=== vga_timing_gen ===
<file path="src/rtl/vga_timing_gen.sv">
// Parametrised VGA raster timing generator: pixel strobe divider, h/v raster counters,
// registered sync/data-enable decode, line/frame start pulses and a frame counter.
module vga_timing_gen #(
  parameter int H_ACTIVE = 640,
  parameter int H_FRONT  = 16,
  parameter int H_SYNC   = 96,
  parameter int H_BACK   = 48,
  parameter int V_ACTIVE = 480,
  parameter int V_FRONT  = 10,
  parameter int V_SYNC   = 2,
  parameter int V_BACK   = 33,
  parameter int HS_POL   = 0,
  parameter int VS_POL   = 0,
  parameter int CLK_DIV  = 2,
  parameter int X_W      = 10,
  parameter int Y_W      = 10,
  parameter int FRAME_W  = 8
) (
  input  logic               clk_i,
  input  logic               rst_i,
  input  logic               en_i,
  output logic               pix_stb_o,
  output logic               hsync_o,
  output logic               vsync_o,
  output logic               de_o,
  output logic [X_W-1:0]     x_o,
  output logic [Y_W-1:0]     y_o,
  output logic               line_start_o,
  output logic               frame_start_o,
  output logic [FRAME_W-1:0] frame_cnt_o
);

  localparam int unsigned H_TOTAL  = H_ACTIVE + H_FRONT + H_SYNC + H_BACK;
  localparam int unsigned V_TOTAL  = V_ACTIVE + V_FRONT + V_SYNC + V_BACK;
  localparam int unsigned H_VIS    = H_ACTIVE;
  localparam int unsigned V_VIS    = V_ACTIVE;
  localparam int unsigned HS_START = H_ACTIVE + H_FRONT;
  localparam int unsigned HS_END   = HS_START + H_SYNC;
  localparam int unsigned VS_START = V_ACTIVE + V_FRONT;
  localparam int unsigned VS_END   = VS_START + V_SYNC;

  localparam int DIV_W = (CLK_DIV > 1) ? $clog2(CLK_DIV) : 1;
  localparam logic [DIV_W-1:0] DIV_LAST = DIV_W'(CLK_DIV - 1);
  localparam logic [X_W-1:0]   H_LAST   = X_W'(H_TOTAL - 1);
  localparam logic [Y_W-1:0]   V_LAST   = Y_W'(V_TOTAL - 1);
  localparam logic HS_ON = (HS_POL != 0);
  localparam logic VS_ON = (VS_POL != 0);

  logic [DIV_W-1:0] div;
  logic [X_W-1:0]   h;
  logic [Y_W-1:0]   v;
  logic             tick;
  logic [31:0]      h_ext;
  logic [31:0]      v_ext;
  logic             de_n;
  logic             hs_n;
  logic             vs_n;

  // Decode is widened to 32 bits so sync window ends equal to H_TOTAL cannot overflow X_W.
  always_comb begin
    tick  = en_i && (div == DIV_LAST);
    h_ext = 32'(h);
    v_ext = 32'(v);
    de_n  = (h_ext < H_VIS) && (v_ext < V_VIS);
    hs_n  = (h_ext >= HS_START) && (h_ext < HS_END);
    vs_n  = (v_ext >= VS_START) && (v_ext < VS_END);
  end

  always_ff @(posedge clk_i or posedge rst_i) begin
    if (rst_i) begin
      div           <= '0;
      h             <= '0;
      v             <= '0;
      pix_stb_o     <= 1'b0;
      hsync_o       <= ~HS_ON;
      vsync_o       <= ~VS_ON;
      de_o          <= 1'b0;
      x_o           <= '0;
      y_o           <= '0;
      line_start_o  <= 1'b0;
      frame_start_o <= 1'b0;
      frame_cnt_o   <= '0;
    end else begin
      pix_stb_o     <= tick;
      line_start_o  <= 1'b0;
      frame_start_o <= 1'b0;
      if (en_i) begin
        div <= (div == DIV_LAST) ? '0 : div + 1'b1;
      end
      // Outputs show the pre-advance pixel so they appear together with pix_stb_o.
      if (tick) begin
        x_o          <= h;
        y_o          <= v;
        de_o         <= de_n;
        hsync_o      <= hs_n ? HS_ON : ~HS_ON;
        vsync_o      <= vs_n ? VS_ON : ~VS_ON;
        line_start_o <= (h == '0);
        if ((h == '0) && (v == '0)) begin
          frame_start_o <= 1'b1;
          frame_cnt_o   <= frame_cnt_o + 1'b1;
        end
        if (h == H_LAST) begin
          h <= '0;
          v <= (v == V_LAST) ? '0 : v + 1'b1;
        end else begin
          h <= h + 1'b1;
        end
      end
    end
  end

endmodule

</file>
<file path="config.mk">
export PLATFORM = sky130hd
export DESIGN_NAME = vga_timing_gen
export DESIGN_NICKNAME = d
export VERILOG_FILES = /design/src/rtl/vga_timing_gen.sv
export SDC_FILE = /design/constraint.sdc
export NUM_CORES = 1
export LEC_CHECK = 0
export CAP_MARGIN = 10
export CORE_MARGIN = 3
export CORE_UTILIZATION = 55
export CTS_BUF_LIST = sky130_fd_sc_hd__clkbuf_8
export CTS_CLUSTER_DIAMETER = 100
export DETAILED_ROUTE_END_ITERATION = 7
export GPL_TIMING_DRIVEN = 0
export PLACE_DENSITY_LB_ADDON = 0.15
export SLEW_MARGIN = 10
export SYNTH_ARGS = -nofsm -noshare
export SYNTH_HDL_FRONTEND = slang
export SYNTH_SLANG_ARGS = --single-unit
export TNS_END_PERCENT = 10
</file>
<file path="constraint.sdc">
create_clock -name clk_i -period 2.84 [get_ports clk_i]
set_clock_uncertainty 0.1 [all_clocks]
set_input_delay 0.568 -clock clk_i [delete_from_list [all_inputs] [get_ports clk_i]]
set_output_delay 0.568 -clock clk_i [all_outputs]
set_load 0.05 [all_outputs]
</file>
=== pl_mem_wb ===
**config.mk**
```make
export PLATFORM = sky130hd
export DESIGN_NAME = pl_mem_wb
export DESIGN_NICKNAME = d
export VERILOG_FILES = /design/src/rtl/pl_mem_wb.sv
export SDC_FILE = /design/constraint.sdc
export NUM_CORES = 1
export LEC_CHECK = 0
export ABC_CLOCK_PERIOD_IN_PS = 3200
export CORE_ASPECT_RATIO = 0.6
export CORE_UTILIZATION = 45
export DETAILED_ROUTE_END_ITERATION = 8
export PLACE_DENSITY = 0.95
export SETUP_SLACK_MARGIN = 0.02
export SKIP_CTS_REPAIR_TIMING = 1
export SLEW_MARGIN = 30
export SYNTH_ARGS = -nofsm -noshare
export SYNTH_HDL_FRONTEND = slang
export SYNTH_SLANG_ARGS = --single-unit
export TNS_END_PERCENT = 50
```
**constraint.sdc**
```tcl
create_clock -name clk -period 3.2 [get_ports clk]
set_input_delay 0.48 -clock clk [delete_from_list [all_inputs] [get_ports clk]]
set_output_delay 0.48 -clock clk [all_outputs]
set_load 0.01 [all_outputs]
```
**src/rtl/pl_mem_wb.sv**
```systemverilog
// MEM/WB pipeline stage: data-memory and I/O handshakes, register-file writeback,
// carry update and a watchdog that aborts accesses whose ready/ack never arrives.
module pl_mem_wb #(
    parameter int NUM_DOMAINS = 1,
    parameter int TIMEOUT_CYC = 64
) (
    input  logic                     clk,
    input  logic                     reset,
    input  logic [0:9]               EX_reg,
    input  logic [NUM_DOMAINS*8-1:0] operation_result,
    input  logic [3:0]               destination_reg_addr,
    input  logic [15:0]              data_op_addr,
    input  logic [7:0]               IO_port_ID,
    input  logic [7:0]               mem_rdata,
    input  logic                     mem_ready,
    input  logic [7:0]               io_rdata,
    input  logic                     io_ack,
    output logic [15:0]              mem_addr,
    output logic [7:0]               mem_wdata,
    output logic                     mem_we,
    output logic                     mem_re,
    output logic [7:0]               io_port,
    output logic [7:0]               io_wdata,
    output logic                     io_wr_stb,
    output logic                     io_rd_stb,
    output logic                     rf_wr_en,
    output logic                     rf_wr_rns,
    output logic [2:0]               rf_wr_addr,
    output logic [NUM_DOMAINS*8-1:0] rf_wr_data,
    output logic                     carry_flag,
    output logic                     stall,
    output logic                     bus_err
);

    localparam int RW  = NUM_DOMAINS * 8;
    localparam int WDW = (TIMEOUT_CYC > 2) ? $clog2(TIMEOUT_CYC) : 1;
    localparam logic [WDW-1:0] WD_LAST = WDW'(TIMEOUT_CYC - 1);

    localparam logic [2:0] S_IDLE   = 3'd0;
    localparam logic [2:0] S_MEM_RD = 3'd1;
    localparam logic [2:0] S_MEM_WR = 3'd2;
    localparam logic [2:0] S_IO_RD  = 3'd3;
    localparam logic [2:0] S_IO_WR  = 3'd4;

    logic [2:0]     r_state;
    logic [WDW-1:0] r_wd;
    logic [3:0]     r_dest;

    logic w_store, w_regwr, w_save, w_kill, w_load, w_outp, w_inp;
    logic w_idle, w_acc, w_done, w_tmo;
    logic w_unused;

    assign w_store  = EX_reg[0];
    assign w_regwr  = EX_reg[1];
    assign w_save   = EX_reg[2];
    assign w_kill   = EX_reg[3];
    assign w_load   = EX_reg[4];
    assign w_outp   = EX_reg[8];
    assign w_inp    = EX_reg[9];
    // Fetch/decode invalidate flags and dest_RNS are consumed upstream; the RNS
    // select comes from destination_reg_addr[3].
    assign w_unused = ^{EX_reg[5], EX_reg[6], EX_reg[7]};

    function automatic logic [RW-1:0] zext8(input logic [7:0] b);
        logic [RW-1:0] v;
        v      = '0;
        v[7:0] = b;
        return v;
    endfunction

    assign w_idle = (r_state == S_IDLE);
    assign w_acc  = w_idle && !w_kill && (w_store || w_load || w_outp || w_inp);

    always_comb begin
        w_done = 1'b0;
        case (r_state)
            S_MEM_RD, S_MEM_WR: w_done = mem_ready;
            S_IO_RD, S_IO_WR:   w_done = io_ack;
            default:            w_done = 1'b0;
        endcase
    end

    assign w_tmo = !w_idle && !w_done && (r_wd == WD_LAST);

    // Completion and abort cycles release upstream so the next op lands with no bubble.
    assign stall = !reset && (w_acc || (!w_idle && !w_done && !w_tmo));

    always_ff @(posedge clk) begin
        if (reset) begin
            r_state    <= S_IDLE;
            r_wd       <= '0;
            r_dest     <= '0;
            mem_addr   <= '0;
            mem_wdata  <= '0;
            mem_we     <= 1'b0;
            mem_re     <= 1'b0;
            io_port    <= '0;
            io_wdata   <= '0;
            io_wr_stb  <= 1'b0;
            io_rd_stb  <= 1'b0;
            rf_wr_en   <= 1'b0;
            rf_wr_rns  <= 1'b0;
            rf_wr_addr <= '0;
            rf_wr_data <= '0;
            carry_flag <= 1'b0;
            bus_err    <= 1'b0;
        end else begin
            rf_wr_en <= 1'b0;
            bus_err  <= 1'b0;
            case (r_state)
                S_IDLE: begin
                    r_wd <= '0;
                    if (!w_kill) begin
                        if (w_store) begin
                            r_state   <= S_MEM_WR;
                            mem_we    <= 1'b1;
                            mem_addr  <= data_op_addr;
                            mem_wdata <= operation_result[7:0];
                        end else if (w_load) begin
                            r_state  <= S_MEM_RD;
                            mem_re   <= 1'b1;
                            mem_addr <= data_op_addr;
                            r_dest   <= destination_reg_addr;
                        end else if (w_outp) begin
                            r_state   <= S_IO_WR;
                            io_wr_stb <= 1'b1;
                            io_port   <= IO_port_ID;
                            io_wdata  <= operation_result[7:0];
                        end else if (w_inp) begin
                            r_state   <= S_IO_RD;
                            io_rd_stb <= 1'b1;
                            io_port   <= IO_port_ID;
                            r_dest    <= destination_reg_addr;
                        end else begin
                            if (w_regwr) begin
                                rf_wr_en   <= 1'b1;
                                rf_wr_rns  <= destination_reg_addr[3];
                                rf_wr_addr <= destination_reg_addr[2:0];
                                rf_wr_data <= destination_reg_addr[3] ? operation_result
                                                                      : zext8(operation_result[7:0]);
                            end
                            // EX delivers the carry-out qualified by reg_wr_en on a save_cout op.
                            if (w_save) begin
                                carry_flag <= w_regwr;
                            end
                        end
                    end
                end
                default: begin
                    if (w_done || w_tmo) begin
                        r_state   <= S_IDLE;
                        r_wd      <= '0;
                        mem_we    <= 1'b0;
                        mem_re    <= 1'b0;
                        io_wr_stb <= 1'b0;
                        io_rd_stb <= 1'b0;
                        if (w_tmo) begin
                            bus_err <= 1'b1;
                        end else if (r_state == S_MEM_RD || r_state == S_IO_RD) begin
                            rf_wr_en   <= 1'b1;
                            rf_wr_rns  <= r_dest[3];
                            rf_wr_addr <= r_dest[2:0];
                            rf_wr_data <= zext8((r_state == S_MEM_RD) ? mem_rdata : io_rdata);
                        end
                    end else begin
                        r_wd <= r_wd + 1'b1;
                    end
                end
            endcase
        end
    end

endmodule

```
Fig. 1: vga_timing_gen, clock wiring as the flow saved it
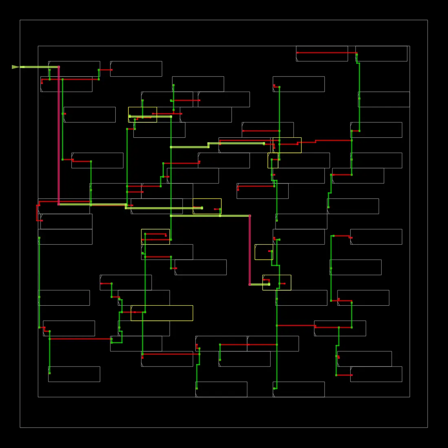
number of buffers added by the clock tree synthesis step: 5
clock sink count: 55

Fig. 2: vga_timing_gen, routed clock nets over the placement
Drawn at 4 px/um.
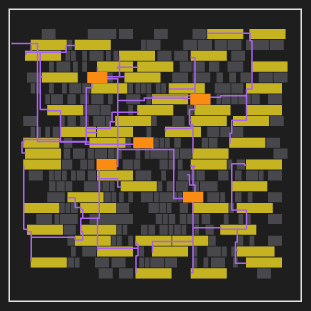
Key: clock wires = purple [length 594 um]; flip-flops = yellow [count 55]; clock-net drivers = orange [count 5]
There are 6 routed clock nets. Position of the flops: all over the die.

==> impl_metrics.env, vga_timing_gen <==
# physical design summary
export IMPL_outcome="complete, no violations"
export IMPL_postLayoutSetupSlackWorst_ps=491.2
export IMPL_grt_busiest_layer="met2"
export IMPL_synthAdderAreaFrac_pct=2.561
export IMPL_netSwitchingFraction_pct=36.77
export IMPL_finish_net_count=293
export IMPL_power_leakage_nw=1.418
export IMPL_grtUsageTotal_pct=19.61
export IMPL_yosys_dominant_comb_family="simple AND/OR/NAND/NOR gates"
export IMPL_worst_r2r_setup_slack_ps=490
export IMPL_postLayoutCellArea_mm2=0.002998
export IMPL_report_final_setup_viol=0
export IMPL_worstRegToRegCells=6
export IMPL_sequentialPowerShare_pct=45.1
export IMPL_power_combinational_uw=691
export IMPL_finalMaxSlewViolations=0
Fig. 3: pl_mem_wb, local utilization
Drawn at 4 px/um. 11 x 6 tiles, from white (low) to dark blue (high), 0 to 100% covered.
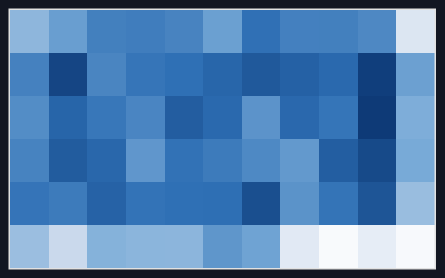
The fullest tile reaches 96%. 27% of the tiles are over 75% full. The mean over all tiles is 63%. The emptiest ninth of the die: lower right.

==> impl_metrics.env, pl_mem_wb <==
# physical design summary
export IMPL_outcome="complete, no violations"
export IMPL_clock_tree_htree_level_count=3
export IMPL_floorplan_die_width_um=106.1
export IMPL_timing_setup_critical_path_class="reg -> out"
export IMPL_wl_met3_um=629
export IMPL_final_clkbuf_count=9
export IMPL_achievable_frequency_ghz=0.3368
export IMPL_ios=126
export IMPL_routed_wl_met2_mm=3.918
export IMPL_globalRoute_totalOverflow=0
export IMPL_syn2layout_area_growth_pct=51.24
export IMPL_cp_arrival_ps=2490
export IMPL_worstRegToRegCells=4
export IMPL_post_synth_instance_area_mm2=0.002928
export IMPL_critical_path_n_buffers_inverters=1
export IMPL_crit_path_top_delay_cell="or4_1"
export IMPL_placed_area_mm2=0.004209
export IMPL_yosysChipArea_mm2=0.002928
export IMPL_crit_chain="or4_1, o32ai_1, clkdlybuf4s50_1"
export IMPL_yosys_dominant_comb_family="simple AND/OR/NAND/NOR gates"
export IMPL_power_frac_clock_pct=37.6
export IMPL_comb_multi_input_count=240
export IMPL_power_combinational_uw=363
export IMPL_top_logic_cell_by_instance_count_in_the_layout="clkdlybuf4s50_1"
export IMPL_syn_num_nets=404
export IMPL_synthDominantAreaCellType="dfxtp_1"
export IMPL_enable_flop_cells=0
export IMPL_routedWlPerCell_um=15.97
export IMPL_port_buffers=122
export IMPL_asyncSetResetFlopFracSynth_pct=0
export IMPL_antenna_violating_nets_post_route=0
export IMPL_worstSkewPairLatency_ps=350
export IMPL_synthDistinctLibCells=41
export IMPL_report_final_setup_viol=0
export IMPL_nFillCells=482
export IMPL_core_area_mm2=0.006193
export IMPL_simple_gate_area_share_pct=19.87
export IMPL_slowest_delay_ps=680
export IMPL_finalMaxSlewViolations=0
export IMPL_postLayoutCellArea_mm2=0.004428
export IMPL_pg_clk_uw=799
export IMPL_route_top_layer_used="met4"
export IMPL_first_iteration_detailed_routing_drc_count=176
export IMPL_netlist_instances=337
export IMPL_gp_congestion=0.7985
export IMPL_globalRouteMet3Util_pct=9.960
export IMPL_antenna_diode_count=0
export IMPL_drive_gt1_share_pct=6.725

==> layout pictures side by side <==
The metal 1 layer.
image #1
Drawn at 3 px/um. Supply wires on this layer in gray.
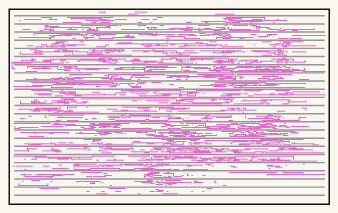
image #2
Drawn at 4 px/um. Supply wires on this layer in gray.
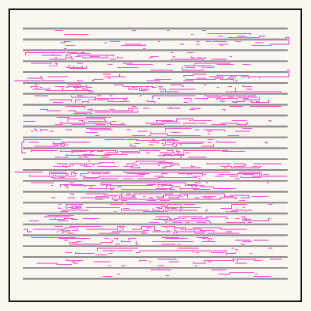
Image #2 is vga_timing_gen.
Image #1 is pl_mem_wb.
Of these, largest die: image #1

Key to image #2:
The longest straight run is 27.1 um. The layer holds 44% of the routed length. The layer carries 2,090 um of wire. The wires run mostly horizontal. 259 nets have wire on it.



==> screenshots <==
Met3 routing.
Drawn at 6 px/um. Cells faint in the background.
panel A
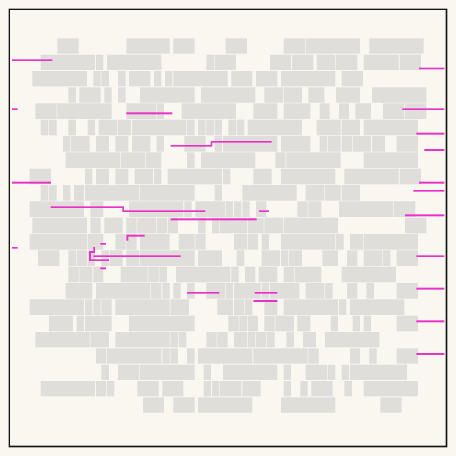
panel B
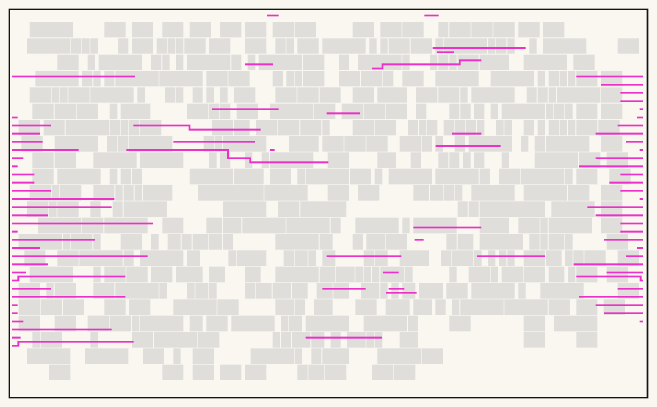
- largest die: panel B
- vga_timing_gen = panel A
- pl_mem_wb = panel B

